==================== block 1
**Block 1: track usage over the die**

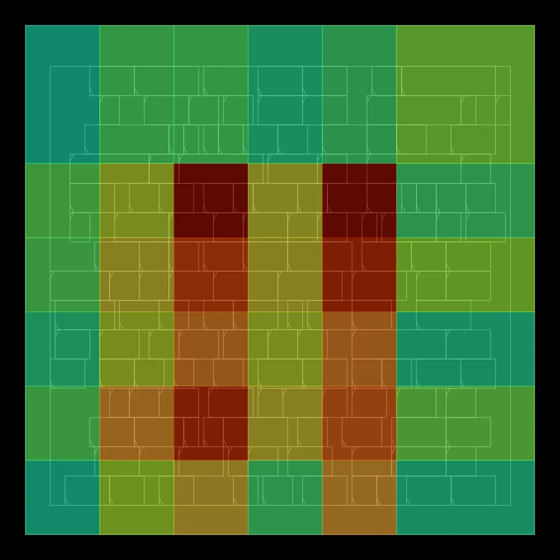
**Block 1: power grid**

Pins as bars on the die edge.
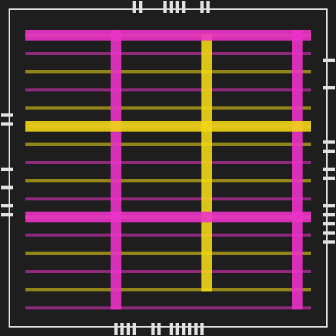
**Block 1: met1 routing**

Bar = 10 um. Supply wires on this layer in grey.
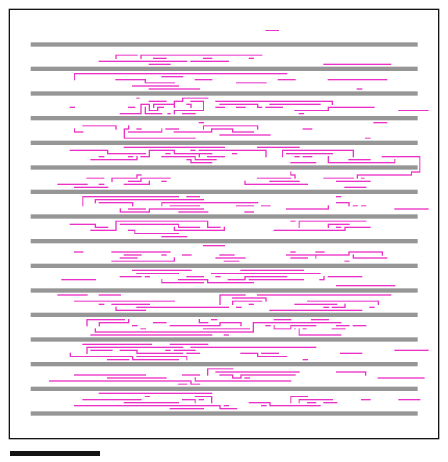
`src/rtl/mc_ctrl_if.sv`:
```
// Control/status bundle between the multi-cycle MIPS controller and its datapath.
// The master side is the controller; the slave side is the datapath and data memory.
interface mc_ctrl_if;
  logic [5:0] opcode;
  logic [5:0] funct;
  logic       zero;
  logic       mem_ready;
  logic       pc_we;
  logic       ir_we;
  logic       rf_we;
  logic       dm_we;
  logic       dm_re;
  logic [1:0] reg_dst;
  logic       alu_src;
  logic [1:0] wd_sel;
  logic [1:0] npc_sel;
  logic [1:0] ext_op;
  logic [2:0] alu_op;
  logic [2:0] state;
  logic       illegal;

  modport master (
    input  opcode, funct, zero, mem_ready,
    output pc_we, ir_we, rf_we, dm_we, dm_re, reg_dst, alu_src,
           wd_sel, npc_sel, ext_op, alu_op, state, illegal
  );

  modport slave (
    output opcode, funct, zero, mem_ready,
    input  pc_we, ir_we, rf_we, dm_we, dm_re, reg_dst, alu_src,
           wd_sel, npc_sel, ext_op, alu_op, state, illegal
  );
endinterface

```
`src/rtl/mc_ctrl.sv`:
```
// Multi-cycle MIPS main controller: FETCH/DECODE/EXEC/MEM/WB sequencing with
// Moore-style mux selects and write enables for the datapath.
module mc_ctrl (
  input  logic         clk,
  input  logic         reset,
  mc_ctrl_if.master    bus
);

  typedef enum logic [2:0] {
    FETCH  = 3'd0,
    DECODE = 3'd1,
    EXEC   = 3'd2,
    MEM    = 3'd3,
    WB     = 3'd4
  } state_t;

  state_t state_q, state_d, out_state;

  logic is_rtype, is_addu, is_subu, is_jr, is_nop;
  logic is_ori, is_lui, is_lw, is_sw, is_beq, is_j, is_jal;
  logic is_legal, is_short, is_alu;

  assign is_rtype = (bus.opcode == 6'h00);
  assign is_addu  = is_rtype && (bus.funct == 6'h21);
  assign is_subu  = is_rtype && (bus.funct == 6'h23);
  assign is_jr    = is_rtype && (bus.funct == 6'h08);
  assign is_nop   = is_rtype && (bus.funct == 6'h00);
  assign is_ori   = (bus.opcode == 6'h0D);
  assign is_lui   = (bus.opcode == 6'h0F);
  assign is_lw    = (bus.opcode == 6'h23);
  assign is_sw    = (bus.opcode == 6'h2B);
  assign is_beq   = (bus.opcode == 6'h04);
  assign is_j     = (bus.opcode == 6'h02);
  assign is_jal   = (bus.opcode == 6'h03);
  assign is_short = is_j | is_jal | is_jr | is_nop;
  assign is_alu   = is_addu | is_subu | is_ori | is_lui;
  assign is_legal = is_short | is_alu | is_lw | is_sw | is_beq;

  always_ff @(posedge clk) begin
    if (reset) state_q <= FETCH;
    else       state_q <= state_d;
  end

  always_comb begin
    state_d = FETCH;
    case (state_q)
      FETCH:  state_d = DECODE;
      DECODE: if (is_legal && !is_short) state_d = EXEC;
      EXEC: begin
        if (is_lw || is_sw) state_d = MEM;
        else if (is_alu)    state_d = WB;
      end
      MEM: begin
        if (is_lw)      state_d = bus.mem_ready ? WB : MEM;
        else if (is_sw) state_d = bus.mem_ready ? FETCH : MEM;
      end
      WB:      state_d = FETCH;
      default: state_d = FETCH;
    endcase
  end

  // Reset shows FETCH values immediately so no strobe from an aborted state leaks out.
  assign out_state = reset ? FETCH : state_q;

  always_comb begin
    bus.pc_we   = 1'b0;
    bus.ir_we   = 1'b0;
    bus.rf_we   = 1'b0;
    bus.dm_we   = 1'b0;
    bus.dm_re   = 1'b0;
    bus.reg_dst = 2'b00;
    bus.alu_src = 1'b0;
    bus.wd_sel  = 2'b00;
    bus.npc_sel = 2'b00;
    bus.ext_op  = 2'b00;
    bus.alu_op  = 3'b000;
    bus.illegal = 1'b0;
    bus.state   = out_state;
    // ALU/extender controls stay put from EXEC through WB so address and result are stable.
    if (out_state == EXEC || out_state == MEM || out_state == WB) begin
      if (is_subu || is_beq) bus.alu_op = 3'b001;
      if (is_ori || is_lui)  bus.alu_op = 3'b010;
      if (is_ori || is_lui || is_lw || is_sw) bus.alu_src = 1'b1;
      if (is_lui)            bus.ext_op = 2'b10;
      if (is_lw || is_sw)    bus.ext_op = 2'b01;
    end
    case (out_state)
      FETCH: begin
        bus.ir_we = 1'b1;
        bus.pc_we = 1'b1;
      end
      DECODE: begin
        if (is_j || is_jal) begin
          bus.pc_we   = 1'b1;
          bus.npc_sel = 2'b10;
        end
        if (is_jal) begin
          bus.rf_we   = 1'b1;
          bus.reg_dst = 2'b10;
          bus.wd_sel  = 2'b10;
        end
        if (is_jr) begin
          bus.pc_we   = 1'b1;
          bus.npc_sel = 2'b11;
        end
        if (!is_legal) bus.illegal = 1'b1;
      end
      EXEC: begin
        if (is_beq) begin
          bus.pc_we   = bus.zero;
          bus.npc_sel = 2'b01;
        end
      end
      MEM: begin
        bus.dm_re = is_lw;
        bus.dm_we = is_sw;
      end
      WB: begin
        bus.rf_we = 1'b1;
        if (is_addu || is_subu) bus.reg_dst = 2'b01;
        if (is_lw)              bus.wd_sel  = 2'b01;
      end
      default: ;
    endcase
  end

endmodule

```
`src/flat_wrapper.sv`:
```
// flat-port wrapper written by rule: the top's interface ports become plain ports
module mc_ctrl_flat 
  (clk, reset, bus_opcode, bus_funct, bus_zero, bus_mem_ready, bus_pc_we, bus_ir_we, bus_rf_we, bus_dm_we, bus_dm_re, bus_reg_dst, bus_alu_src, bus_wd_sel, bus_npc_sel, bus_ext_op, bus_alu_op, bus_state, bus_illegal);
  mc_ctrl_if bus_i ();
  input  logic clk;
  input  logic reset;
  input wire logic [$bits(bus_i.opcode)-1:0] bus_opcode;
  input wire logic [$bits(bus_i.funct)-1:0] bus_funct;
  input wire logic [$bits(bus_i.zero)-1:0] bus_zero;
  input wire logic [$bits(bus_i.mem_ready)-1:0] bus_mem_ready;
  output wire logic [$bits(bus_i.pc_we)-1:0] bus_pc_we;
  output wire logic [$bits(bus_i.ir_we)-1:0] bus_ir_we;
  output wire logic [$bits(bus_i.rf_we)-1:0] bus_rf_we;
  output wire logic [$bits(bus_i.dm_we)-1:0] bus_dm_we;
  output wire logic [$bits(bus_i.dm_re)-1:0] bus_dm_re;
  output wire logic [$bits(bus_i.reg_dst)-1:0] bus_reg_dst;
  output wire logic [$bits(bus_i.alu_src)-1:0] bus_alu_src;
  output wire logic [$bits(bus_i.wd_sel)-1:0] bus_wd_sel;
  output wire logic [$bits(bus_i.npc_sel)-1:0] bus_npc_sel;
  output wire logic [$bits(bus_i.ext_op)-1:0] bus_ext_op;
  output wire logic [$bits(bus_i.alu_op)-1:0] bus_alu_op;
  output wire logic [$bits(bus_i.state)-1:0] bus_state;
  output wire logic [$bits(bus_i.illegal)-1:0] bus_illegal;
  assign bus_i.opcode = bus_opcode;
  assign bus_i.funct = bus_funct;
  assign bus_i.zero = bus_zero;
  assign bus_i.mem_ready = bus_mem_ready;
  assign bus_pc_we = bus_i.pc_we;
  assign bus_ir_we = bus_i.ir_we;
  assign bus_rf_we = bus_i.rf_we;
  assign bus_dm_we = bus_i.dm_we;
  assign bus_dm_re = bus_i.dm_re;
  assign bus_reg_dst = bus_i.reg_dst;
  assign bus_alu_src = bus_i.alu_src;
  assign bus_wd_sel = bus_i.wd_sel;
  assign bus_npc_sel = bus_i.npc_sel;
  assign bus_ext_op = bus_i.ext_op;
  assign bus_alu_op = bus_i.alu_op;
  assign bus_state = bus_i.state;
  assign bus_illegal = bus_i.illegal;
  mc_ctrl u_core (.clk(clk), .reset(reset), .bus(bus_i));
endmodule
```
`config.mk`:
```
export PLATFORM = sky130hd
export DESIGN_NAME = mc_ctrl_flat
export DESIGN_NICKNAME = d
export VERILOG_FILES = /design/src/rtl/mc_ctrl_if.sv /design/src/rtl/mc_ctrl.sv /design/src/flat_wrapper.sv
export SDC_FILE = /design/constraint.sdc
export NUM_CORES = 1
export LEC_CHECK = 0
export CAP_MARGIN = 30
export CORE_MARGIN = 2
export CORE_UTILIZATION = 24
export CTS_CLUSTER_SIZE = 14
export DETAILED_ROUTE_END_ITERATION = 16
export PLACE_DENSITY = 0.76
export SLEW_MARGIN = 5
export SYNTH_ARGS = -nofsm -noshare
export SYNTH_HDL_FRONTEND = slang
export SYNTH_SLANG_ARGS = --single-unit
```
`constraint.sdc`:
```
create_clock -name clk -period 1.4 [get_ports clk]
set_clock_uncertainty 0.2 [all_clocks]
set_input_delay 0.21 -clock clk [delete_from_list [all_inputs] [get_ports clk]]
set_output_delay 0.21 -clock clk [all_outputs]
set_load 0.02 [all_outputs]
```
==> run summary <==
yosys + openroad results -> outcome=finished with violations, violated checks=negative setup slack, min setup slack post-route=-0.538 ns, P per Cell Area=329 mW/mm^2, cell count after synthesis=68, slowest CP cell=dfxtp_4, Adders+Majority by Area=0%, global-route usage over all layers=24.1%, OpenROAD warning count=29, final setup fails=20, die x size=47.3 um, Sequential Area=71.3 um^2, critical path required time=0.99 ns, n_diodes=0, DIE AREA=0.00224 mm^2, clkbuf count=4, cycle use final=138%, post-cts resize count=177, Post-synth top cells=9 x nor3_1, 6 x nand2_1, 6 x nor2_1, Flops after synth=3, clock latency on the worst-skew pair=0.23 ns
## Picture notes: 'track usage over the die' of block 1
final core utilization: 82.2%
GR Util met3: 5.38%

## Picture notes: 'power grid' of block 1
- yellow: VDD
- magenta: VSS
- met4 straps: 3
- rows: 15
- met1 rails: 16
- met5 straps: 3
- signal pins: 37

## Picture notes: 'met1 routing' of block 1
- main direction: horizontal
- share of all routed wire: 41%
- wire length on this layer: 1040 um

==> worst reg2reg max path, cell delays in order, from the launching register on <==
cell and delay [ns]:
dfxtp_4 0.36, nor4b_4 0.34, o21ai_1 0.16, buf_4 0.18, o22ai_2 0.15
==> through the flow <==
stage / setup WS, ns / area (um^2) / hold slack [ns] / TNS (ns) / instances
finish: -0.538 / 1440 / 0.327 / -7.27 / 168
global route: -0.583 / 1440 / 0.341 / -8.30 / 168
CTS: -0.460 / 1400 / 0.321 / -6.57 / 166
detailed placement: -1.37 / 1220 / 0.383 / -24.82 / 154
global placement: -1.33 / 1220 / 0.369 / -24.22 / 154
floorplan: -0.228 / 649 / 0.155 / -2.12 / 68
==> where the power goes <==
group / internal [uW] / total (uW) / switching [uW]
sequential: 84.8 / 89.7 / 4.88
combinational: 122 / 229 / 106
clock: 107 / 154 / 47.4
total: 314 / 473 / 159
==> layer usage <==
| layer | vias up | track usage [%] |
|---|---|---|
| met1 | 403 | 28.8 |
| met2 | 28 | 42.2 |
| met5 | - | 0 |
| met4 | 0 | 7.78 |
| met3 | 6 | 5.38 |
| li1 | 402 | - |

==================== block 2
**Block 2: the metal 3 layer**

Bar = 50 um.
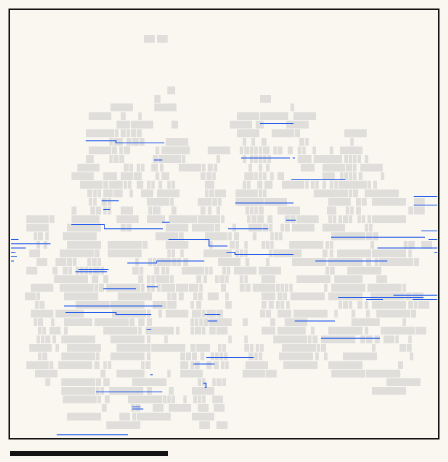
**config.mk**
```make
export PLATFORM = sky130hd
export DESIGN_NAME = k12a_io_serial
export DESIGN_NICKNAME = d
export VERILOG_FILES = /design/src/rtl/k12a_io_serial.sv
export SDC_FILE = /design/constraint.sdc
export NUM_CORES = 1
export LEC_CHECK = 0
export ABC_AREA = 1
export CORE_UTILIZATION = 30
export CTS_CLUSTER_SIZE = 20
export DETAILED_ROUTE_END_ITERATION = 7
export PLACE_DENSITY_LB_ADDON = 0.3
export SLEW_MARGIN = 5
export SYNTH_ARGS = -nofsm -noshare
export SYNTH_HDL_FRONTEND = slang
export SYNTH_SLANG_ARGS = --single-unit
```
**constraint.sdc**
```tcl
create_clock -name clock -period 4 [get_ports clock]
set_input_delay 0.4 -clock clock [delete_from_list [all_inputs] [get_ports clock]]
set_output_delay 0.4 -clock clock [all_outputs]
set_load 0.005 [all_outputs]
```
**src/rtl/k12a_io_serial.sv**
```systemverilog
`default_nettype none
// ============================================================================
// Module   : k12a_io_serial_fifo
// Purpose  : Small synchronous byte FIFO used for the UART TX and RX queues.
//            A push into a full FIFO is still accepted when a pop happens on
//            the same edge, because the pop frees the slot being written.
// Ports    : clock, reset         - clock and synchronous active-high reset
//            push_i, push_data_i  - write request and data
//            pop_i                - read request (head is consumed on the edge)
//            head_o               - current head entry (valid when !empty_o)
//            empty_o, full_o      - occupancy flags
//            push_ok_o            - the push this cycle is accepted
// Revision : 1.0 - initial release
// ============================================================================
module k12a_io_serial_fifo #(
  parameter int DEPTH = 4,  // power of two, at least 2
  parameter int WIDTH = 8
) (
  input  logic             clock,
  input  logic             reset,
  input  logic             push_i,
  input  logic [WIDTH-1:0] push_data_i,
  input  logic             pop_i,
  output logic [WIDTH-1:0] head_o,
  output logic             empty_o,
  output logic             full_o,
  output logic             push_ok_o
);

  localparam int AW = $clog2(DEPTH);
  localparam int PW = AW + 1;

  logic [WIDTH-1:0] mem_q [DEPTH];
  logic [PW-1:0]    wr_q;
  logic [PW-1:0]    rd_q;
  logic             w_do_pop;
  logic             w_do_push;

  // Pointers carry one extra wrap bit so that full and empty are distinct.
  assign empty_o   = (wr_q == rd_q);
  assign full_o    = (wr_q[AW] != rd_q[AW]) && (wr_q[AW-1:0] == rd_q[AW-1:0]);
  assign w_do_pop  = pop_i & ~empty_o;
  assign w_do_push = push_i & (~full_o | w_do_pop);
  assign push_ok_o = w_do_push;
  assign head_o    = mem_q[rd_q[AW-1:0]];

  always_ff @(posedge clock) begin
    if (reset) begin
      wr_q <= '0;
      rd_q <= '0;
    end else begin
      if (w_do_push) wr_q <= wr_q + PW'(1);
      if (w_do_pop)  rd_q <= rd_q + PW'(1);
    end
  end

  // Storage needs no reset; occupancy is tracked by the pointers alone.
  always_ff @(posedge clock) begin
    if (w_do_push) mem_q[wr_q[AW-1:0]] <= push_data_i;
  end

endmodule

// ============================================================================
// Module   : k12a_io_serial
// Purpose  : IO-space responder for the K12a core. Provides an 8N1 UART
//            (TX and RX, each with a byte FIFO), a status/control register
//            pair and the registered wake request sampled by the halted CPU.
// Ports    : clock, reset   - system clock, synchronous active-high reset
//            io_addr        - IO register select (0 DATA, 1 STATUS, 2 CTRL)
//            io_load        - one-cycle CPU read strobe
//            io_store       - one-cycle CPU write strobe
//            data_in        - write data during io_store
//            data_out       - read data, 0x00 unless io_load is high
//            wake           - registered wake request
//            rx             - asynchronous serial input
//            tx             - serial output, idle high
// Revision : 1.0 - initial release
// ============================================================================
module k12a_io_serial #(
  parameter int CLKS_PER_BIT = 16,  // >= 4 and even
  parameter int FIFO_DEPTH   = 4    // power of two
) (
  input  logic       clock,
  input  logic       reset,
  input  logic [2:0] io_addr,
  input  logic       io_load,
  input  logic       io_store,
  input  logic [7:0] data_in,
  output logic [7:0] data_out,
  output logic       wake,
  input  logic       rx,
  output logic       tx
);

  localparam int CW = $clog2(CLKS_PER_BIT);
  localparam logic [CW-1:0] c_BIT_LAST  = CW'(CLKS_PER_BIT - 1);
  localparam logic [CW-1:0] c_HALF_LAST = CW'(CLKS_PER_BIT / 2 - 1);

  typedef enum logic [1:0] {
    S_IDLE  = 2'd0,
    S_START = 2'd1,
    S_DATA  = 2'd2,
    S_STOP  = 2'd3
  } uart_state_e;

  // --------------------------------------------------------------------------
  // CPU register decode
  // --------------------------------------------------------------------------
  logic w_wr_data;
  logic w_wr_status;
  logic w_wr_ctrl;
  logic w_rd_data;

  assign w_wr_data   = io_store && (io_addr == 3'd0);
  assign w_wr_status = io_store && (io_addr == 3'd1);
  assign w_wr_ctrl   = io_store && (io_addr == 3'd2);
  assign w_rd_data   = io_load  && (io_addr == 3'd0);

  // --------------------------------------------------------------------------
  // FIFOs
  // --------------------------------------------------------------------------
  logic [7:0] tx_head;
  logic       tx_empty;
  logic       tx_full;
  logic       tx_push_ok;
  logic       tx_pop;

  logic [7:0] rx_head;
  logic       rx_empty;
  logic       rx_full;
  logic       rx_push_ok;
  logic       rx_push;
  logic [7:0] rx_shift_q;
  logic [7:0] rx_shift_d;

  k12a_io_serial_fifo #(
    .DEPTH (FIFO_DEPTH),
    .WIDTH (8)
  ) u_tx_fifo (
    .clock       (clock),
    .reset       (reset),
    .push_i      (w_wr_data),
    .push_data_i (data_in),
    .pop_i       (tx_pop),
    .head_o      (tx_head),
    .empty_o     (tx_empty),
    .full_o      (tx_full),
    .push_ok_o   (tx_push_ok)
  );

  k12a_io_serial_fifo #(
    .DEPTH (FIFO_DEPTH),
    .WIDTH (8)
  ) u_rx_fifo (
    .clock       (clock),
    .reset       (reset),
    .push_i      (rx_push),
    .push_data_i (rx_shift_q),
    .pop_i       (w_rd_data),
    .head_o      (rx_head),
    .empty_o     (rx_empty),
    .full_o      (rx_full),
    .push_ok_o   (rx_push_ok)
  );

  // --------------------------------------------------------------------------
  // TX state machine
  // --------------------------------------------------------------------------
  uart_state_e   tx_state_q, tx_state_d;
  logic [CW-1:0] tx_cnt_q, tx_cnt_d;
  logic [2:0]    tx_bit_q, tx_bit_d;
  logic [7:0]    tx_shift_q, tx_shift_d;
  logic          tx_q, tx_d;
  logic          w_tx_idle;

  assign w_tx_idle = tx_empty && (tx_state_q == S_IDLE);

  always_ff @(posedge clock) begin
    if (reset) begin
      tx_state_q <= S_IDLE;
      tx_cnt_q   <= '0;
      tx_bit_q   <= '0;
      tx_shift_q <= '0;
      tx_q       <= 1'b1;
    end else begin
      tx_state_q <= tx_state_d;
      tx_cnt_q   <= tx_cnt_d;
      tx_bit_q   <= tx_bit_d;
      tx_shift_q <= tx_shift_d;
      tx_q       <= tx_d;
    end
  end

  always_comb begin
    tx_state_d = tx_state_q;
    tx_cnt_d   = tx_cnt_q;
    tx_bit_d   = tx_bit_q;
    tx_shift_d = tx_shift_q;
    tx_pop     = 1'b0;
    tx_d       = 1'b1;

    case (tx_state_q)
      S_IDLE: begin
        if (!tx_empty) begin
          tx_pop     = 1'b1;
          tx_shift_d = tx_head;
          tx_cnt_d   = '0;
          tx_state_d = S_START;
        end
      end
      S_START: begin
        if (tx_cnt_q == c_BIT_LAST) begin
          tx_cnt_d   = '0;
          tx_bit_d   = '0;
          tx_state_d = S_DATA;
        end else begin
          tx_cnt_d = tx_cnt_q + CW'(1);
        end
      end
      S_DATA: begin
        if (tx_cnt_q == c_BIT_LAST) begin
          tx_cnt_d   = '0;
          tx_shift_d = {1'b0, tx_shift_q[7:1]};
          tx_bit_d   = tx_bit_q + 3'd1;
          if (tx_bit_q == 3'd7) tx_state_d = S_STOP;
        end else begin
          tx_cnt_d = tx_cnt_q + CW'(1);
        end
      end
      S_STOP: begin
        if (tx_cnt_q == c_BIT_LAST) begin
          tx_cnt_d   = '0;
          tx_state_d = S_IDLE;
        end else begin
          tx_cnt_d = tx_cnt_q + CW'(1);
        end
      end
      default: tx_state_d = S_IDLE;
    endcase

    // The line level is registered from the next state so tx is glitch-free
    // and changes on the same edge as the state.
    case (tx_state_d)
      S_START: tx_d = 1'b0;
      S_DATA:  tx_d = tx_shift_d[0];
      default: tx_d = 1'b1;
    endcase
  end

  assign tx = tx_q;

  // --------------------------------------------------------------------------
  // RX synchroniser and state machine
  // --------------------------------------------------------------------------
  // s1/s2 form the synchroniser; s3 holds the previous synchronised level
  // for falling-edge detection. All reset high to match an idle line.
  logic          rx_s1_q, rx_s2_q, rx_s3_q;
  uart_state_e   rx_state_q, rx_state_d;
  logic [CW-1:0] rx_cnt_q, rx_cnt_d;
  logic [2:0]    rx_bit_q, rx_bit_d;
  logic          w_frame_set;

  always_ff @(posedge clock) begin
    if (reset) begin
      rx_s1_q    <= 1'b1;
      rx_s2_q    <= 1'b1;
      rx_s3_q    <= 1'b1;
      rx_state_q <= S_IDLE;
      rx_cnt_q   <= '0;
      rx_bit_q   <= '0;
      rx_shift_q <= '0;
    end else begin
      rx_s1_q    <= rx;
      rx_s2_q    <= rx_s1_q;
      rx_s3_q    <= rx_s2_q;
      rx_state_q <= rx_state_d;
      rx_cnt_q   <= rx_cnt_d;
      rx_bit_q   <= rx_bit_d;
      rx_shift_q <= rx_shift_d;
    end
  end

  always_comb begin
    rx_state_d  = rx_state_q;
    rx_cnt_d    = rx_cnt_q;
    rx_bit_d    = rx_bit_q;
    rx_shift_d  = rx_shift_q;
    rx_push     = 1'b0;
    w_frame_set = 1'b0;

    case (rx_state_q)
      S_IDLE: begin
        if (rx_s3_q && !rx_s2_q) begin
          rx_cnt_d   = '0;
          rx_state_d = S_START;
        end
      end
      S_START: begin
        // Half a bit after the edge we sit mid start bit; a high line here
        // means the low pulse was a glitch.
        if (rx_cnt_q == c_HALF_LAST) begin
          rx_cnt_d = '0;
          rx_bit_d = '0;
          rx_state_d = rx_s2_q ? S_IDLE : S_DATA;
        end else begin
          rx_cnt_d = rx_cnt_q + CW'(1);
        end
      end
      S_DATA: begin
        if (rx_cnt_q == c_BIT_LAST) begin
          rx_cnt_d   = '0;
          rx_shift_d = {rx_s2_q, rx_shift_q[7:1]};
          rx_bit_d   = rx_bit_q + 3'd1;
          if (rx_bit_q == 3'd7) rx_state_d = S_STOP;
        end else begin
          rx_cnt_d = rx_cnt_q + CW'(1);
        end
      end
      S_STOP: begin
        if (rx_cnt_q == c_BIT_LAST) begin
          rx_cnt_d    = '0;
          rx_state_d  = S_IDLE;
          rx_push     = rx_s2_q;
          w_frame_set = ~rx_s2_q;
        end else begin
          rx_cnt_d = rx_cnt_q + CW'(1);
        end
      end
      default: rx_state_d = S_IDLE;
    endcase
  end

  // --------------------------------------------------------------------------
  // Sticky error bits {tx_ovf, frame_err, rx_ovf}, CTRL and wake
  // --------------------------------------------------------------------------
  logic [2:0] err_q;
  logic [2:0] w_err_set;
  logic [2:0] w_err_clr;
  logic [1:0] ctrl_q;
  logic       wake_q;
  logic [7:0] w_status;

  assign w_err_set = {w_wr_data & ~tx_push_ok, w_frame_set, rx_push & ~rx_push_ok};
  assign w_err_clr = w_wr_status ? data_in[5:3] : 3'b000;
  assign w_status  = {2'b00, err_q, w_tx_idle, tx_full, ~rx_empty};

  always_ff @(posedge clock) begin
    if (reset) begin
      err_q  <= '0;
      ctrl_q <= '0;
      wake_q <= 1'b0;
    end else begin
      // Set is applied after clear so a same-cycle set wins.
      err_q  <= (err_q & ~w_err_clr) | w_err_set;
      if (w_wr_ctrl) ctrl_q <= data_in[1:0];
      wake_q <= (ctrl_q[0] & ~rx_empty) | (ctrl_q[1] & w_tx_idle);
    end
  end

  assign wake = wake_q;

  // rx_full is implied by push_ok; kept visible for debug only.
  logic w_unused;
  assign w_unused = rx_full;

  always_comb begin
    data_out = 8'h00;
    if (io_load) begin
      case (io_addr)
        3'd0:    data_out = rx_empty ? 8'h00 : rx_head;
        3'd1:    data_out = w_status;
        3'd2:    data_out = {6'b000000, ctrl_q};
        default: data_out = 8'h00;
      endcase
    end
  end

endmodule
`default_nettype wire
```
==> run summary <==
yosys + openroad results -> final core utilization=36.9%, global-route usage over all layers=13.8%, Yosys top cell by instances=nor2_1, total global routing overflow=0, Nets=648, Max Cap Viol=0, CTS Buf Count=17, slowest CP cell=dfxtp_1, Antenna Nets Post-Route=0, met3 WL=578 um, share of cells above drive strength 1=8.43%, crit start category=register, cell count along the critical path=6, Detailed Routing Iterations Pass 1=4, yosys simple share=19.5%, core area=0.0174 mm^2, outcome=finished, final reports clean, Min-Delay Startpoint=rx_s1_q$_SDFF_PP1_, multi-input combinational area share=30.0%
Notes on 'the metal 3 layer' of block 2 above:
- share of all routed wire: 5.0%
- nets with wire on the layer: 38
Total Wirelength: 11700 um
GR Util met3: 4.08%
routed vias: 3984

## through the flow
stage / instance area, um^2 / hold slack, ns / power [uW]
final: 6400 / 0.414 / 3460
after global routing: 6400 / 0.429 / 3640
after CTS: 6400 / 0.420 / 3500
after detailed placement: 5820 / 0.405 / 1980
after global placement: 5820 / 0.402 / 1970
after floorplan: 5360 / 0.389 / 1840
## cell usage in the layout, fill, tap and decap left out, types with 3 or more instances in the layout
cell type / count
inv_1: 57
a21oi_1: 37
nand4_1: 5
xor2_1: 4
o22ai_1: 11
nor2_4: 3
nor2_1: 112
inv_2: 5
ha_1: 16
clkinvlp_4: 3
clkbuf_16: 17
edfxtp_1: 64
bufinv_16: 3
nand2_2: 3
nand3_1: 18
clkdlybuf4s50_1: 25
nand2_1: 93
o21ai_0: 60
clkinv_2: 5
o211ai_1: 3
dfxtp_1: 60
## worst max-delay path by stage
stage,start,to,slack [ns]
4_1_cts,register,data_out[1],1.01
2_1_floorplan,rx_cnt_q[0]$_SDFFE_PP0P_,u_rx_fifo.mem_q[0][0]$_DFFE_PP_,2.13
6_report,register,data_out[1],1.02
3_5_place_dp,io_addr[0],data_out[1],1.21
3_3_place_gp,io_addr[0],data_out[1],1.23
5_1_grt,register,data_out[0],0.81

==================== block 3
**Block 3: met1 routing**

Bar = 20 um. Supply wires on this layer in grey.
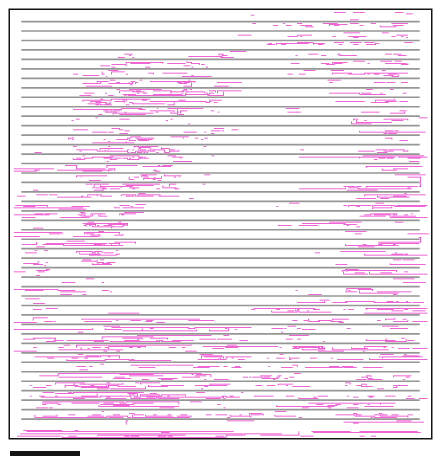
===== src/rtl/config_pkg.sv =====
// Shared DDR interface types for the arbiter and its clients.
package config_pkg;
  typedef logic [31:0] ddr_address_t;
  typedef logic [31:0] ddr_data_t;
endpackage


===== src/rtl/ddr_port_arbiter.sv =====
// Two-port round-robin arbiter in front of a single DDR command port, with an
// in-order tag FIFO that routes read returns back to the issuing port.
module ddr_port_arbiter
  import config_pkg::*;
#(
  parameter int MaxOutstanding = 8
) (
  input  logic         clk_i,
  input  logic         rst_i,

  input  ddr_address_t rq0_address_i,
  input  logic         rq0_r_en_i,
  input  logic         rq0_w_en_i,
  input  ddr_data_t    rq0_w_data_i,
  output logic         rq0_waitrequest_n_o,
  output ddr_data_t    rq0_r_data_o,
  output logic         rq0_r_valid_o,

  input  ddr_address_t rq1_address_i,
  input  logic         rq1_r_en_i,
  input  logic         rq1_w_en_i,
  input  ddr_data_t    rq1_w_data_i,
  output logic         rq1_waitrequest_n_o,
  output ddr_data_t    rq1_r_data_o,
  output logic         rq1_r_valid_o,

  output ddr_address_t ddr_address_o,
  output logic         ddr_r_en_o,
  output logic         ddr_w_en_o,
  output ddr_data_t    ddr_w_data_o,
  input  logic         ddr_waitrequest_n_i,
  input  ddr_data_t    ddr_r_data_i,
  input  logic         ddr_r_valid_i,

  output logic         err_o
);

  localparam int PtrW = $clog2(MaxOutstanding);
  localparam int CntW = PtrW + 1;

  logic            tag_mem_q [MaxOutstanding];
  logic [PtrW-1:0] wr_ptr_q, wr_ptr_d;
  logic [PtrW-1:0] rd_ptr_q, rd_ptr_d;
  logic [CntW-1:0] count_q, count_d;
  logic            last_grant_q, last_grant_d;
  logic            err_q, err_d;

  logic req0, req1, rd0, rd1, elig0, elig1;
  logic full, empty;
  logic gnt_valid, gnt_port;
  logic accept, push, pop, head_port;

  assign full  = (count_q == CntW'(MaxOutstanding));
  assign empty = (count_q == '0);

  // A port with both enables high is a write; the read enable is ignored.
  assign req0  = rq0_r_en_i | rq0_w_en_i;
  assign req1  = rq1_r_en_i | rq1_w_en_i;
  assign rd0   = rq0_r_en_i & ~rq0_w_en_i;
  assign rd1   = rq1_r_en_i & ~rq1_w_en_i;
  assign elig0 = req0 & (rq0_w_en_i | ~full);
  assign elig1 = req1 & (rq1_w_en_i | ~full);

  assign gnt_valid = elig0 | elig1;
  assign gnt_port  = (elig0 & elig1) ? ~last_grant_q : elig1;

  assign ddr_address_o = gnt_port ? rq1_address_i : rq0_address_i;
  assign ddr_w_data_o  = gnt_port ? rq1_w_data_i  : rq0_w_data_i;
  assign ddr_w_en_o    = gnt_valid & (gnt_port ? rq1_w_en_i : rq0_w_en_i);
  assign ddr_r_en_o    = gnt_valid & (gnt_port ? rd1 : rd0);

  // An idle port sees the DDR ready only when nobody else holds the grant.
  assign rq0_waitrequest_n_o = ddr_waitrequest_n_i &
                               ((gnt_valid & ~gnt_port) | (~req0 & ~gnt_valid));
  assign rq1_waitrequest_n_o = ddr_waitrequest_n_i &
                               ((gnt_valid & gnt_port) | (~req1 & ~gnt_valid));

  assign accept    = gnt_valid & ddr_waitrequest_n_i;
  assign push      = accept & ddr_r_en_o;
  assign pop       = ddr_r_valid_i & ~empty;
  assign head_port = tag_mem_q[rd_ptr_q];

  assign rq0_r_valid_o = pop & ~head_port;
  assign rq1_r_valid_o = pop & head_port;
  assign rq0_r_data_o  = ddr_r_data_i;
  assign rq1_r_data_o  = ddr_r_data_i;
  assign err_o         = err_q;

  always_comb begin
    wr_ptr_d     = wr_ptr_q;
    rd_ptr_d     = rd_ptr_q;
    count_d      = count_q + CntW'(push) - CntW'(pop);
    last_grant_d = last_grant_q;
    err_d        = err_q;
    if (push) wr_ptr_d = wr_ptr_q + PtrW'(1);
    if (pop)  rd_ptr_d = rd_ptr_q + PtrW'(1);
    if (accept) last_grant_d = gnt_port;
    if ((ddr_r_valid_i & empty) | (rq0_r_en_i & rq0_w_en_i) | (rq1_r_en_i & rq1_w_en_i))
      err_d = 1'b1;
  end

  always_ff @(posedge clk_i) begin
    if (rst_i) begin
      wr_ptr_q     <= '0;
      rd_ptr_q     <= '0;
      count_q      <= '0;
      last_grant_q <= 1'b1;
      err_q        <= 1'b0;
    end else begin
      wr_ptr_q     <= wr_ptr_d;
      rd_ptr_q     <= rd_ptr_d;
      count_q      <= count_d;
      last_grant_q <= last_grant_d;
      err_q        <= err_d;
    end
  end

  // Tag storage needs no reset: entries are only read while count_q says they are valid.
  always_ff @(posedge clk_i) begin
    if (push && !rst_i) tag_mem_q[wr_ptr_q] <= gnt_port;
  end

endmodule


===== config.mk =====
export PLATFORM = sky130hd
export DESIGN_NAME = ddr_port_arbiter
export DESIGN_NICKNAME = d
export VERILOG_FILES = /design/src/rtl/config_pkg.sv /design/src/rtl/ddr_port_arbiter.sv
export SDC_FILE = /design/constraint.sdc
export NUM_CORES = 1
export LEC_CHECK = 0
export CAP_MARGIN = 20
export CORE_AREA = 3 3 118 120
export CTS_CLUSTER_DIAMETER = 100
export DETAILED_ROUTE_END_ITERATION = 7
export DIE_AREA = 0 0 121 123
export GPL_TIMING_DRIVEN = 0
export MAX_ROUTING_LAYER = met4
export PLACE_DENSITY = 0.61
export SETUP_SLACK_MARGIN = 0.3
export SYNTH_ARGS = -nofsm -noshare
export SYNTH_HDL_FRONTEND = slang
export SYNTH_SLANG_ARGS = --single-unit

===== constraint.sdc =====
create_clock -name clk_i -period 3.5 [get_ports clk_i]
set_clock_uncertainty 0.2 [all_clocks]
set_input_delay 0.35 -clock clk_i [delete_from_list [all_inputs] [get_ports clk_i]]
set_output_delay 0.35 -clock clk_i [all_outputs]
set_load 0.1 [all_outputs]

==> run summary <==
yosys + openroad results -> outcome=finished, final reports clean, Flops after synth=23, GR Util met3=4.16%, inverters=10, Crit. Startpoint=count_q[2]$_SDFF_PP0_, Max clock buf depth=2, Setup CP Type=reg -> out, yosys simple share=9.47%, post-DP HPWL=10100 um, share of cells above drive strength 1=40.8%, area leader, netlist=mux2_4, area share, top type=22.5%, leak pwr=0.00244 uW, Rel. slew slack=33.4%, clock latency on the worst-skew pair=0.25 ns, Avg Cell Area, Syn=10.7 um^2, cell count after synthesis=250, io pins=303, total global routing overflow=0, Final Hold Vio Count=0, met1 Use GR=16.1%, Arr. time, crit path=2.55 ns, post-CTS setup buffer count=0, Yosys Chip Area=0.00267 mm^2, fraction of registers with async set/reset=0%, H-tree levels=1, Met1 Wirelength=4320 um, Clock-cell share=1.43%, final setup fails=0, Hold Path Class=reg -> reg, mapped cell area=0.00267 mm^2, global-route usage over all layers=14.3%, most numerous logic cell after layout=clkdlybuf4s50_1, RR Startpoint=count_q[2]$_SDFF_PP0_
Notes on 'met1 routing' of block 3 above:
- nets with wire on the layer: 616
- main direction: horizontal

synth_stat cells (4+ instances only):
library cell	number
a21oi_1	5
buf_12	4
buf_4	66
dfxtp_1	15
edfxtp_1	8
ha_1	8
inv_1	10
mux2_2	25
mux2_4	40
nand2_1	5
nand2b_1	5
nand3_1	4
nor2_1	12
nor2b_1	4
worst min-delay path, stage by stage (launching register included):
cell,delay (ns)
dfxtp_1,0.31
nand2_1,0.06
a21oi_1,0.08
final timing paths:
check	end	slack, ns	cells past startpoint
hold / removal	rd_ptr_q[1]$_SDFFE_PP0P_	0.30	2
setup reg to reg	count_q[2]$_SDFF_PP0_	0.70	14
hold reg to reg	rd_ptr_q[1]$_SDFFE_PP0P_	0.30	2
setup / recovery	ddr_address_o[9]	0.40	8
stage by stage:
stage	total power, uW	TNS, ns
6_report	2930	0
5_1_grt	3040	0
4_1_cts	2920	0
3_5_place_dp	2760	-5.62
3_3_place_gp	2740	-3.93
2_1_floorplan	2200	0
power by group through the flow:
stage | combinational (uW) | sequential, uW | clock, uW
floorplan | 1830 | 370 | 0
global route | 2420 | 364 | 257
detailed placement | 2390 | 363 | 0
global placement | 2380 | 362 | 0
finish | 2330 | 357 | 240
CTS | 2320 | 357 | 245

==================== block 4
[config.mk]
export PLATFORM = sky130hd
export DESIGN_NAME = fde_datapath_core
export DESIGN_NICKNAME = d
export VERILOG_FILES = /design/src/rtl/fde_datapath_core.sv
export SDC_FILE = /design/constraint.sdc
export NUM_CORES = 1
export LEC_CHECK = 0
export CAP_MARGIN = 20
export CORE_MARGIN = 2
export CORE_UTILIZATION = 30
export CTS_CLUSTER_SIZE = 16
export DETAILED_ROUTE_END_ITERATION = 6
export GPL_TIMING_DRIVEN = 0
export PLACE_DENSITY = 0.52
export SYNTH_ARGS = -nofsm -noshare
export SYNTH_HDL_FRONTEND = slang
export SYNTH_SLANG_ARGS = --single-unit
[constraint.sdc]
create_clock -name clock -period 5.5 [get_ports clock]
set_clock_uncertainty 0.05 [all_clocks]
set_input_delay 0.825 -clock clock [delete_from_list [all_inputs] [get_ports clock]]
set_output_delay 0.825 -clock clock [all_outputs]
set_load 0.01 [all_outputs]
[src/rtl/fde_datapath_core.sv]
// Fetch, decode and execute datapath of the 16-bit five-stage pipelined CPU.
// Holds the fetch PC, splits the decode-stage instruction and owns the register
// file. It also forwards the execute operands and computes the ALU result with
// NZVC flags. The ALU result doubles as the branch target for the next PC.
`timescale 1ns/1ps

module fde_datapath_core #(
   parameter int WIDTH            = 16,
   parameter int REGNUM           = 16,
   parameter int ADDRESSWIDTH     = 4,
   parameter int OPCODEWIDTH      = 4,
   parameter int INSTRUCTIONWIDTH = 24
) (
   input  logic                        clock,
   input  logic                        reset,
   // fetch
   input  logic                        fetchEnable,
   input  logic                        takeBranch,
   output logic [WIDTH-1:0]            PC,
   // decode
   input  logic [INSTRUCTIONWIDTH-1:0] instructionD,
   input  logic [WIDTH-1:0]            PCD,
   input  logic                        obtainPCAsR1,
   input  logic                        writeEnableWB,
   input  logic [ADDRESSWIDTH-1:0]     writeAddressWB,
   input  logic [WIDTH-1:0]            writeDataWB,
   output logic [WIDTH-1:0]            reg1Content,
   output logic [WIDTH-1:0]            reg2Content,
   output logic [WIDTH-1:0]            immediate,
   output logic [ADDRESSWIDTH-1:0]     regDestinationAddress,
   output logic [ADDRESSWIDTH-1:0]     reg1Address,
   output logic [ADDRESSWIDTH-1:0]     reg2Address,
   output logic [OPCODEWIDTH-1:0]      opcode,
   // execute
   input  logic [WIDTH-1:0]            reg1E,
   input  logic [WIDTH-1:0]            reg2E,
   input  logic [WIDTH-1:0]            immediateE,
   input  logic [WIDTH-1:0]            forwardM,
   input  logic [WIDTH-1:0]            forwardWB,
   input  logic [1:0]                  data1ForwardSelector,
   input  logic [1:0]                  data2ForwardSelector,
   input  logic                        data2Selector,
   input  logic [2:0]                  aluControl,
   output logic [WIDTH-1:0]            reg2Final,
   output logic [WIDTH-1:0]            aluOutput,
   output logic                        N,
   output logic                        Z,
   output logic                        V,
   output logic                        C
);

   localparam logic [2:0] ALU_ADD  = 3'b000;
   localparam logic [2:0] ALU_SUB  = 3'b001;
   localparam logic [2:0] ALU_AND  = 3'b010;
   localparam logic [2:0] ALU_OR   = 3'b011;
   localparam logic [2:0] ALU_XOR  = 3'b100;
   localparam logic [2:0] ALU_SHL  = 3'b101;
   localparam logic [2:0] ALU_SHR  = 3'b110;

   localparam logic [1:0] FWD_WB   = 2'b01;
   localparam logic [1:0] FWD_M    = 2'b10;

   logic [WIDTH-1:0] regFile [REGNUM];
   logic [WIDTH-1:0] rfRead1;
   logic [WIDTH-1:0] rfRead2;
   logic [WIDTH-1:0] operandA;
   logic [WIDTH-1:0] operandB;
   logic [WIDTH-1:0] aluResult;
   logic [WIDTH:0]   aluSum;
   logic             aluCarry;
   logic             aluOverflow;

   // The PC advances by one, or jumps to the ALU result on a taken branch.
   // When a stall drops fetchEnable, the PC holds its value.
   always_ff @(posedge clock) begin
      if (reset)
         PC <= '0;
      else if (fetchEnable)
         PC <= takeBranch ? aluOutput : PC + WIDTH'(1);
   end

   // The register file is cleared on reset. Reset wins over a write-back in
   // the same cycle.
   always_ff @(posedge clock) begin
      if (reset) begin
         for (int i = 0; i < REGNUM; i++)
            regFile[i] <= '0;
      end
      else if (writeEnableWB)
         regFile[writeAddressWB] <= writeDataWB;
   end

   assign opcode                = instructionD[INSTRUCTIONWIDTH-1 -: OPCODEWIDTH];
   assign regDestinationAddress = instructionD[INSTRUCTIONWIDTH-OPCODEWIDTH-1 -: ADDRESSWIDTH];
   assign reg1Address           = instructionD[INSTRUCTIONWIDTH-OPCODEWIDTH-ADDRESSWIDTH-1 -: ADDRESSWIDTH];
   assign reg2Address           = instructionD[INSTRUCTIONWIDTH-OPCODEWIDTH-2*ADDRESSWIDTH-1 -: ADDRESSWIDTH];
   assign immediate             = {{(WIDTH-8){instructionD[7]}}, instructionD[7:0]};

   // Register reads bypass the write port, so that write-back and decode can
   // share a cycle. Operand 1 can also be replaced by the decode-stage PC.
   always_comb begin
      rfRead1 = regFile[reg1Address];
      rfRead2 = regFile[reg2Address];
      if (writeEnableWB && (writeAddressWB == reg1Address))
         rfRead1 = writeDataWB;
      if (writeEnableWB && (writeAddressWB == reg2Address))
         rfRead2 = writeDataWB;
      reg1Content = obtainPCAsR1 ? PCD : rfRead1;
      reg2Content = rfRead2;
   end

   // Forwarding muxes choose between the register value and the later-stage
   // results. The unused select code falls back to the register value.
   always_comb begin
      case (data1ForwardSelector)
         FWD_WB:  operandA = forwardWB;
         FWD_M:   operandA = forwardM;
         default: operandA = reg1E;
      endcase
      case (data2ForwardSelector)
         FWD_WB:  reg2Final = forwardWB;
         FWD_M:   reg2Final = forwardM;
         default: reg2Final = reg2E;
      endcase
      operandB = data2Selector ? immediateE : reg2Final;
   end

   // The ALU sets carry and overflow only for add and subtract. Subtract uses
   // A + ~B + 1, so carry means "no borrow", i.e. A >= B unsigned.
   always_comb begin
      aluSum      = '0;
      aluResult   = '0;
      aluCarry    = 1'b0;
      aluOverflow = 1'b0;
      case (aluControl)
         ALU_ADD: begin
            aluSum      = {1'b0, operandA} + {1'b0, operandB};
            aluResult   = aluSum[WIDTH-1:0];
            aluCarry    = aluSum[WIDTH];
            aluOverflow = (operandA[WIDTH-1] == operandB[WIDTH-1]) &&
                          (aluResult[WIDTH-1] != operandA[WIDTH-1]);
         end
         ALU_SUB: begin
            aluSum      = {1'b0, operandA} + {1'b0, ~operandB} + (WIDTH+1)'(1);
            aluResult   = aluSum[WIDTH-1:0];
            aluCarry    = aluSum[WIDTH];
            aluOverflow = (operandA[WIDTH-1] != operandB[WIDTH-1]) &&
                          (aluResult[WIDTH-1] != operandA[WIDTH-1]);
         end
         ALU_AND: aluResult = operandA & operandB;
         ALU_OR:  aluResult = operandA | operandB;
         ALU_XOR: aluResult = operandA ^ operandB;
         ALU_SHL: aluResult = operandA << operandB[3:0];
         ALU_SHR: aluResult = operandA >> operandB[3:0];
         default: aluResult = operandB;
      endcase
   end

   assign aluOutput = aluResult;
   assign N         = aluResult[WIDTH-1];
   assign Z         = (aluResult == '0);
   assign V         = aluOverflow;
   assign C         = aluCarry;

endmodule

**Block 4: a small window of the routed layout**

Bar = 10 um. Window x 178 to 218, y 46 to 86 um. Cells in grey, sequential cells in the stronger grey; small squares are vias.
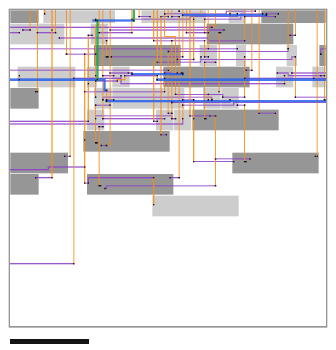
- blue: M3
- purple: M1
- green: M4
- orange: M2
- netlist names of flops here include: regFile (9)
- sequential cells in the window: 9
- most frequent: and2_1 (9), edfxtp_1 (9)
- cells with their middle in the window: 30

**Block 4: selected gate families**

Bar = 100 um.
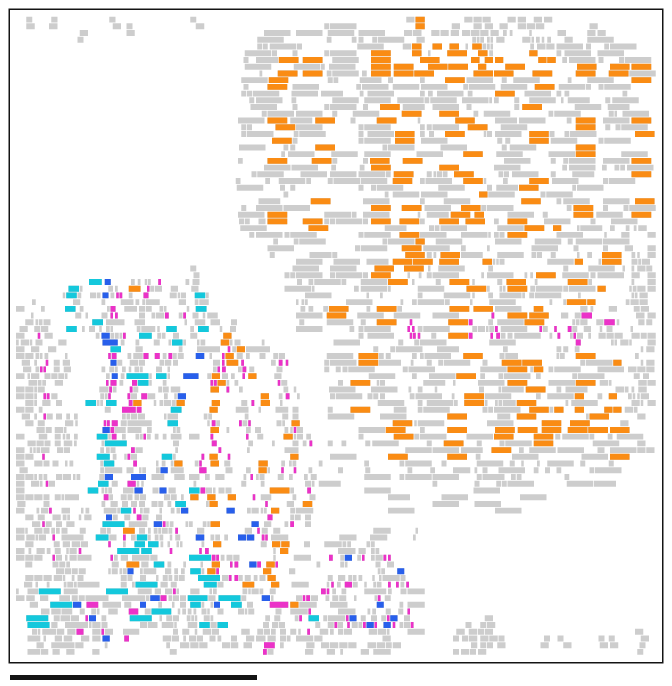
- orange: mux cells (cells 239)
- blue: non-inverting ao/oa cells (cells 39)
- cyan: fa/ha/maj cells (cells 57)
- magenta: nor cells (cells 169)

==> run summary <==
yosys + openroad results -> outcome=finished with violations, violated checks=negative setup slack, fillcell total=6493, routed vias=16.8k, Via-to-Cell Ratio=5.48, number of global-route vias before repair=17.1k, Met1 Wirelength=30900 um, H-tree levels=1, overall power=6760 uW, GRT busiest layer=met2, final setup fails=2, Crit. Startpoint=data2ForwardSelector[0], internal power=4590 uW, hold_ws=0.474 ns, Worst R2R Path Depth=9, CTS clk-pin slew, worst paths=0.06 ns, final non-filler cell total=3073, cell count along the critical path=20, routed wl met2=36100 um, Final Hold Vio Count=0, post-cts resize count=224, cell count after synthesis=1839, Core Rows=95, critical path required time=4.62 ns, Reg power frac=36.3%, Final Cell Area=0.0262 mm^2, area share, top type=38.0%, sw frac=32.0%, DRC viols=0, Power Sequential=2450 uW, fraction of registers with async set/reset=0%, min setup slack post-route=-0.278 ns, Yosys warning total=0, max reg flops=256
**Block 4: the metal 3 layer**

Bar = 100 um.
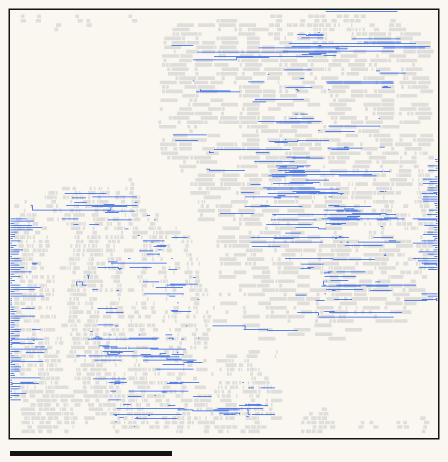
- main direction: horizontal
- nets with wire on the layer: 346

area by class of cell:
type / instances / area, um^2 / share of cell area (%)
Buffer: 168 / 981 / 3.74
Clock buffer: 32 / 737 / 2.81
Clock inverter: 22 / 225 / 0.858
Inverter: 65 / 265 / 1.01
Multi-Input combinational cell: 1320 / 11900 / 45.3
Sequential cell: 272 / 8010 / 30.5
Tap cell: 873 / 1090 / 4.16
Timing Repair Buffer: 321 / 3040 / 11.6
placed cells by master (no fill, tap or decap), types with 31 or more instances in the layout:
master	n
o21ai_0	81
mux4_2	160
a21oi_1	57
a22oi_1	43
nand2_1	110
mux2i_1	52
inv_1	47
clkdlybuf4s50_1	215
clkbuf_1	94
ha_1	36
edfxtp_1	256
and2_1	259
nor2_1	113
clkbuf_16	31
buf_4	102
logic make-up (layout without fill, tap and decap cells):
kind of cell | count (synthesis) | after routing | synth area share (%)
adders and majority gates | 57 | 57 | 3.60
and+or+nand+nor | 629 | 629 | 16.4
DFF | 272 | 272 | 39.6
xor gates and xnor gates | 20 | 20 | 0.866
buffers and inverters | 247 | 608 | 5.35
muxes | 239 | 239 | 21.9
AOI/OAI and AO/OA | 375 | 375 | 12.2

==================== block 5
## src/rtl/gated_shift_pipe_pkg.sv

```systemverilog
// gated_shift_pipe_pkg: shared sizing and counting helpers for the gated delay line
package gated_shift_pipe_pkg;
  localparam int MAX_DEPTH = 256;
  function automatic int occ_w(input int depth);
    return $clog2(depth + 1);
  endfunction
  function automatic int popcount(input logic [MAX_DEPTH-1:0] v);
    int n;
    n = 0;
    for (int i = 0; i < MAX_DEPTH; i++) n += int'(v[i]);
    return n;
  endfunction
endpackage

```

## src/rtl/gated_stage.sv

```systemverilog
// gated_stage: one enable-gated data register with its valid bit
module gated_stage
  import gated_shift_pipe_pkg::*;
#(
  parameter int WIDTH = 8,
  parameter logic [WIDTH-1:0] RESET_VAL = '0
) (
  input  logic             clk,
  input  logic             reset_n,
  input  logic             en,
  input  logic             flush,
  input  logic             v_in,
  input  logic [WIDTH-1:0] d_in,
  output logic             v_out,
  output logic [WIDTH-1:0] d_out
);
  logic [WIDTH-1:0] d_q, d_d;
  logic             v_q, v_d;
  // flush beats enable; otherwise capture on enable or hold
  always_comb begin
    d_d = flush ? RESET_VAL : en ? d_in : d_q;
    v_d = flush ? 1'b0 : en ? v_in : v_q;
  end
  // stage state, cleared asynchronously
  always_ff @(posedge clk or negedge reset_n) begin
    if (!reset_n) begin
      d_q <= RESET_VAL;
      v_q <= 1'b0;
    end else begin
      d_q <= d_d;
      v_q <= v_d;
    end
  end
  assign d_out = d_q;
  assign v_out = v_q;
endmodule

```

## src/rtl/gated_shift_pipe.sv

```systemverilog
// gated_shift_pipe: DEPTH-stage enable-gated delay line with valid tracking and occupancy
module gated_shift_pipe
  import gated_shift_pipe_pkg::*;
#(
  parameter int WIDTH = 8,
  parameter int DEPTH = 4,
  parameter logic [WIDTH-1:0] RESET_VAL = '0
) (
  input  logic                      clk,
  input  logic                      reset_n,
  input  logic                      en,
  input  logic                      flush,
  input  logic                      valid_in,
  input  logic [WIDTH-1:0]          data_in,
  output logic                      valid_out,
  output logic [WIDTH-1:0]          data_out,
  output logic [occ_w(DEPTH)-1:0]   occupancy
);
  localparam int OW = occ_w(DEPTH);
  logic [WIDTH-1:0] data_q [DEPTH];
  logic [DEPTH-1:0] vld_q, vld_d;
  logic [OW-1:0]    occ_q, occ_d;
  for (genvar k = 0; k < DEPTH; k++) begin : g_stage
    logic [WIDTH-1:0] d_src;
    logic             v_src;
    if (k == 0) begin : g_head
      assign d_src = data_in;
      assign v_src = valid_in;
    end else begin : g_body
      assign d_src = data_q[k-1];
      assign v_src = vld_q[k-1];
    end
    gated_stage #(.WIDTH(WIDTH), .RESET_VAL(RESET_VAL)) u_stage (
      .clk(clk),
      .reset_n(reset_n),
      .en(en),
      .flush(flush),
      .v_in(v_src),
      .d_in(d_src),
      .v_out(vld_q[k]),
      .d_out(data_q[k])
    );
  end
  // occupancy is the popcount of the valid vector the stages are about to load
  always_comb begin
    vld_d = flush ? '0 : en ? (vld_q << 1) | DEPTH'(valid_in) : vld_q;
    occ_d = OW'(popcount(MAX_DEPTH'(vld_d)));
  end
  // occupancy register, updated on the same edge as the stages
  always_ff @(posedge clk or negedge reset_n) begin
    if (!reset_n) occ_q <= '0;
    else occ_q <= occ_d;
  end
  assign data_out  = data_q[DEPTH-1];
  assign valid_out = vld_q[DEPTH-1];
  assign occupancy = occ_q;
endmodule

```

## config.mk

```make
export PLATFORM = sky130hd
export DESIGN_NAME = gated_shift_pipe
export DESIGN_NICKNAME = d
export VERILOG_FILES = /design/src/rtl/gated_shift_pipe_pkg.sv /design/src/rtl/gated_stage.sv /design/src/rtl/gated_shift_pipe.sv
export SDC_FILE = /design/constraint.sdc
export NUM_CORES = 1
export LEC_CHECK = 0
export CAP_MARGIN = 0
export CORE_MARGIN = 2
export CORE_UTILIZATION = 52
export DETAILED_ROUTE_END_ITERATION = 7
export PLACE_DENSITY = 0.78
export SLEW_MARGIN = 20
export SYNTH_ARGS = -nofsm -noshare
export SYNTH_HDL_FRONTEND = slang
export SYNTH_SLANG_ARGS = --single-unit
```

## constraint.sdc

```tcl
create_clock -name clk -period 2.1 [get_ports clk]
set_input_delay 0.21 -clock clk [delete_from_list [all_inputs] [get_ports clk]]
set_output_delay 0.21 -clock clk [all_outputs]
set_load 0.03 [all_outputs]
```

==> run summary <==
yosys + openroad results -> outcome=finished, final reports clean, Hold Path Class=in -> reg, worst slack, placed=-0.0605 ns, clock skew=0.00485 ns, initial DRC count=22, Non-clock buffers=28, GRT busiest layer=met2, crit start category=register, Yosys Chip Area=0.00163 mm^2, area leader, netlist=dfrtp_1, NonClk Buf Share=13.6%, Crit. Startpoint=g_stage[0].u_stage.v_out$_DFFE_PN0P_, cts hold-fix bufs=1, Nets=171, DRC viols=0, Avg Cell Area, Syn=12.8 um^2, sequential area share after synthesis=59.8%, MI comb cells=79, leak pwr=0.000996 uW, routed vias=971, CTS clk-pin slew, worst paths=0.11 ns, die x size=60.0 um, min setup slack post-route=0.263 ns, Max stage delay on crit path=0.53 ns, Layout area overhead=18.4%, Arr. time, crit path=2.08 ns, Netlist cell types=10, RR Endpoint=occupancy[1]$_DFF_PN0_, post-synthesis mux area share=22.1%, die height=60.0 um, Clock-cell share=3.56%, yosys simple share=9.66%, Flops after synth=39, clkbuf count=8, number of global-route vias before repair=981, final setup fails=0, cycle use final=87.5%, share of cells above drive strength 1=7.69%, Adders+Majority by Area=2.76%
[cells in the mapped netlist (all sizes together)]
library cell,number
buf,4
clkbuf,4
dfrtp,39
fa,1
ha,2
inv,2
mux2i,36
nor2,37
or2,3
[critical path, delay by kind of cell, from the launching register on]
| family | cells | cell delay [ns] |
|---|---|---|
| adders and majority gates | 3 | 0.98 |
| muxes | 1 | 0.10 |
| DFF | 1 | 0.37 |
| buffers and inverters | 1 | 0.05 |
| and+or+nand+nor | 1 | 0.24 |
[stage by stage]
stage	instances	total power (uW)	util, %	hold WS, ns
floorplan	128	881	-	-0.0856
global route	200	1400	63.8	0.271
CTS	200	1360	63.8	0.263
finish	200	1340	63.8	0.276
detailed placement	191	926	61.2	0.370
global placement	191	921	61.2	0.344
[power breakdown]
part,total [uW],switching [uW],internal (uW),leakage (uW)
combinational,127,69.0,58.2,0.000423
sequential,783,11.3,772,0.000535
clock,425,228,197,0.0000386
total,1340,308,1030,0.000996
[flip-flops by register name (all words and copies together) (netlist names)]
name                   count
g_stage.u_stage.d_out     32
g_stage.u_stage.v_out      4
occupancy                  3
**Block 5: selected gate families**

Bar = 20 um.
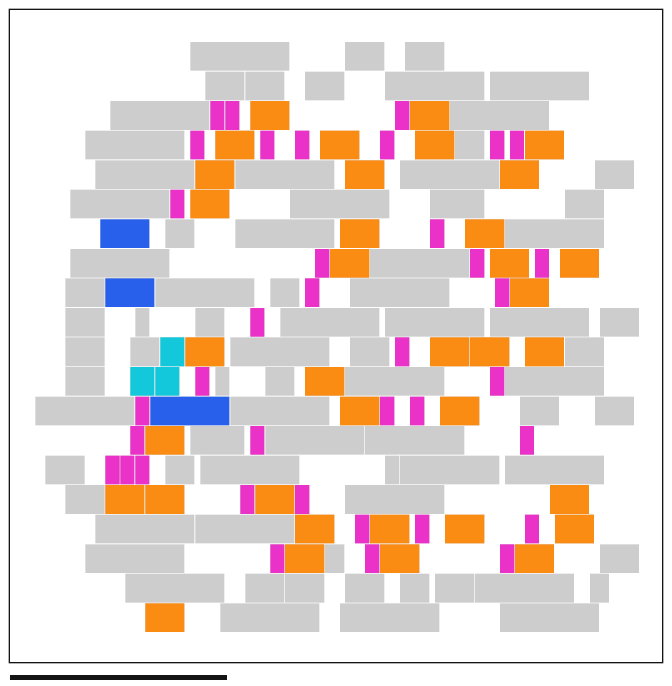
- magenta: nor cells (cells 37)
- blue: fa/ha/maj cells (cells 3)
- orange: mux cells (cells 36)
- cyan: and/or cells (cells 3)
multi-input combinational area share: 29.1%
most numerous logic cell after layout: dfrtp_1
final non-filler cell total: 200



## Gallery

The metal 3 layer.
picture 1
Bar = 20 um.
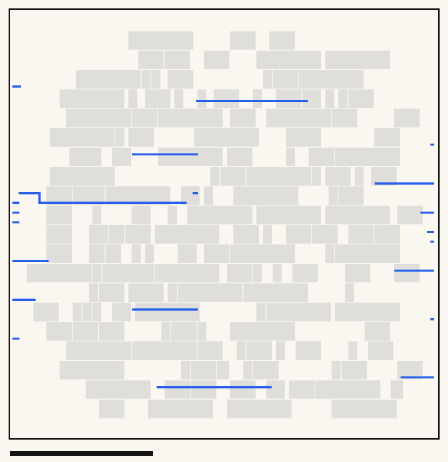
picture 2
Bar = 10 um.
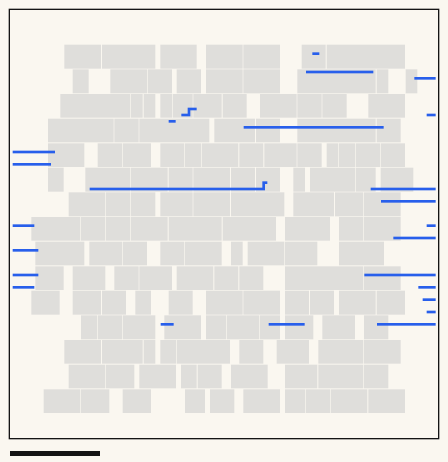
picture 3
Bar = 20 um.
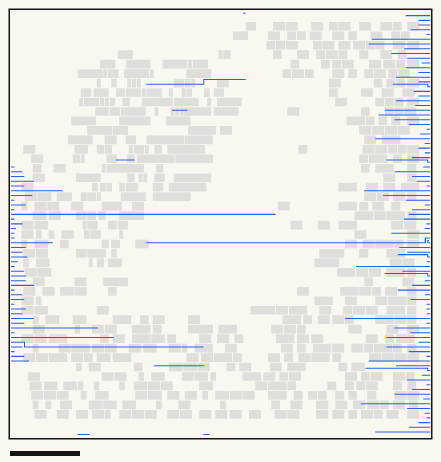
Block 1 is picture 2.
Block 5 is picture 1.
Block 3 is picture 3.
- largest die: picture 3
- smallest die: picture 2

Key to picture 1:
- wire length on this layer: 106 um
- longest straight run: 20.5 um
- main direction: horizontal

Power and IR drop assume default switching activity.
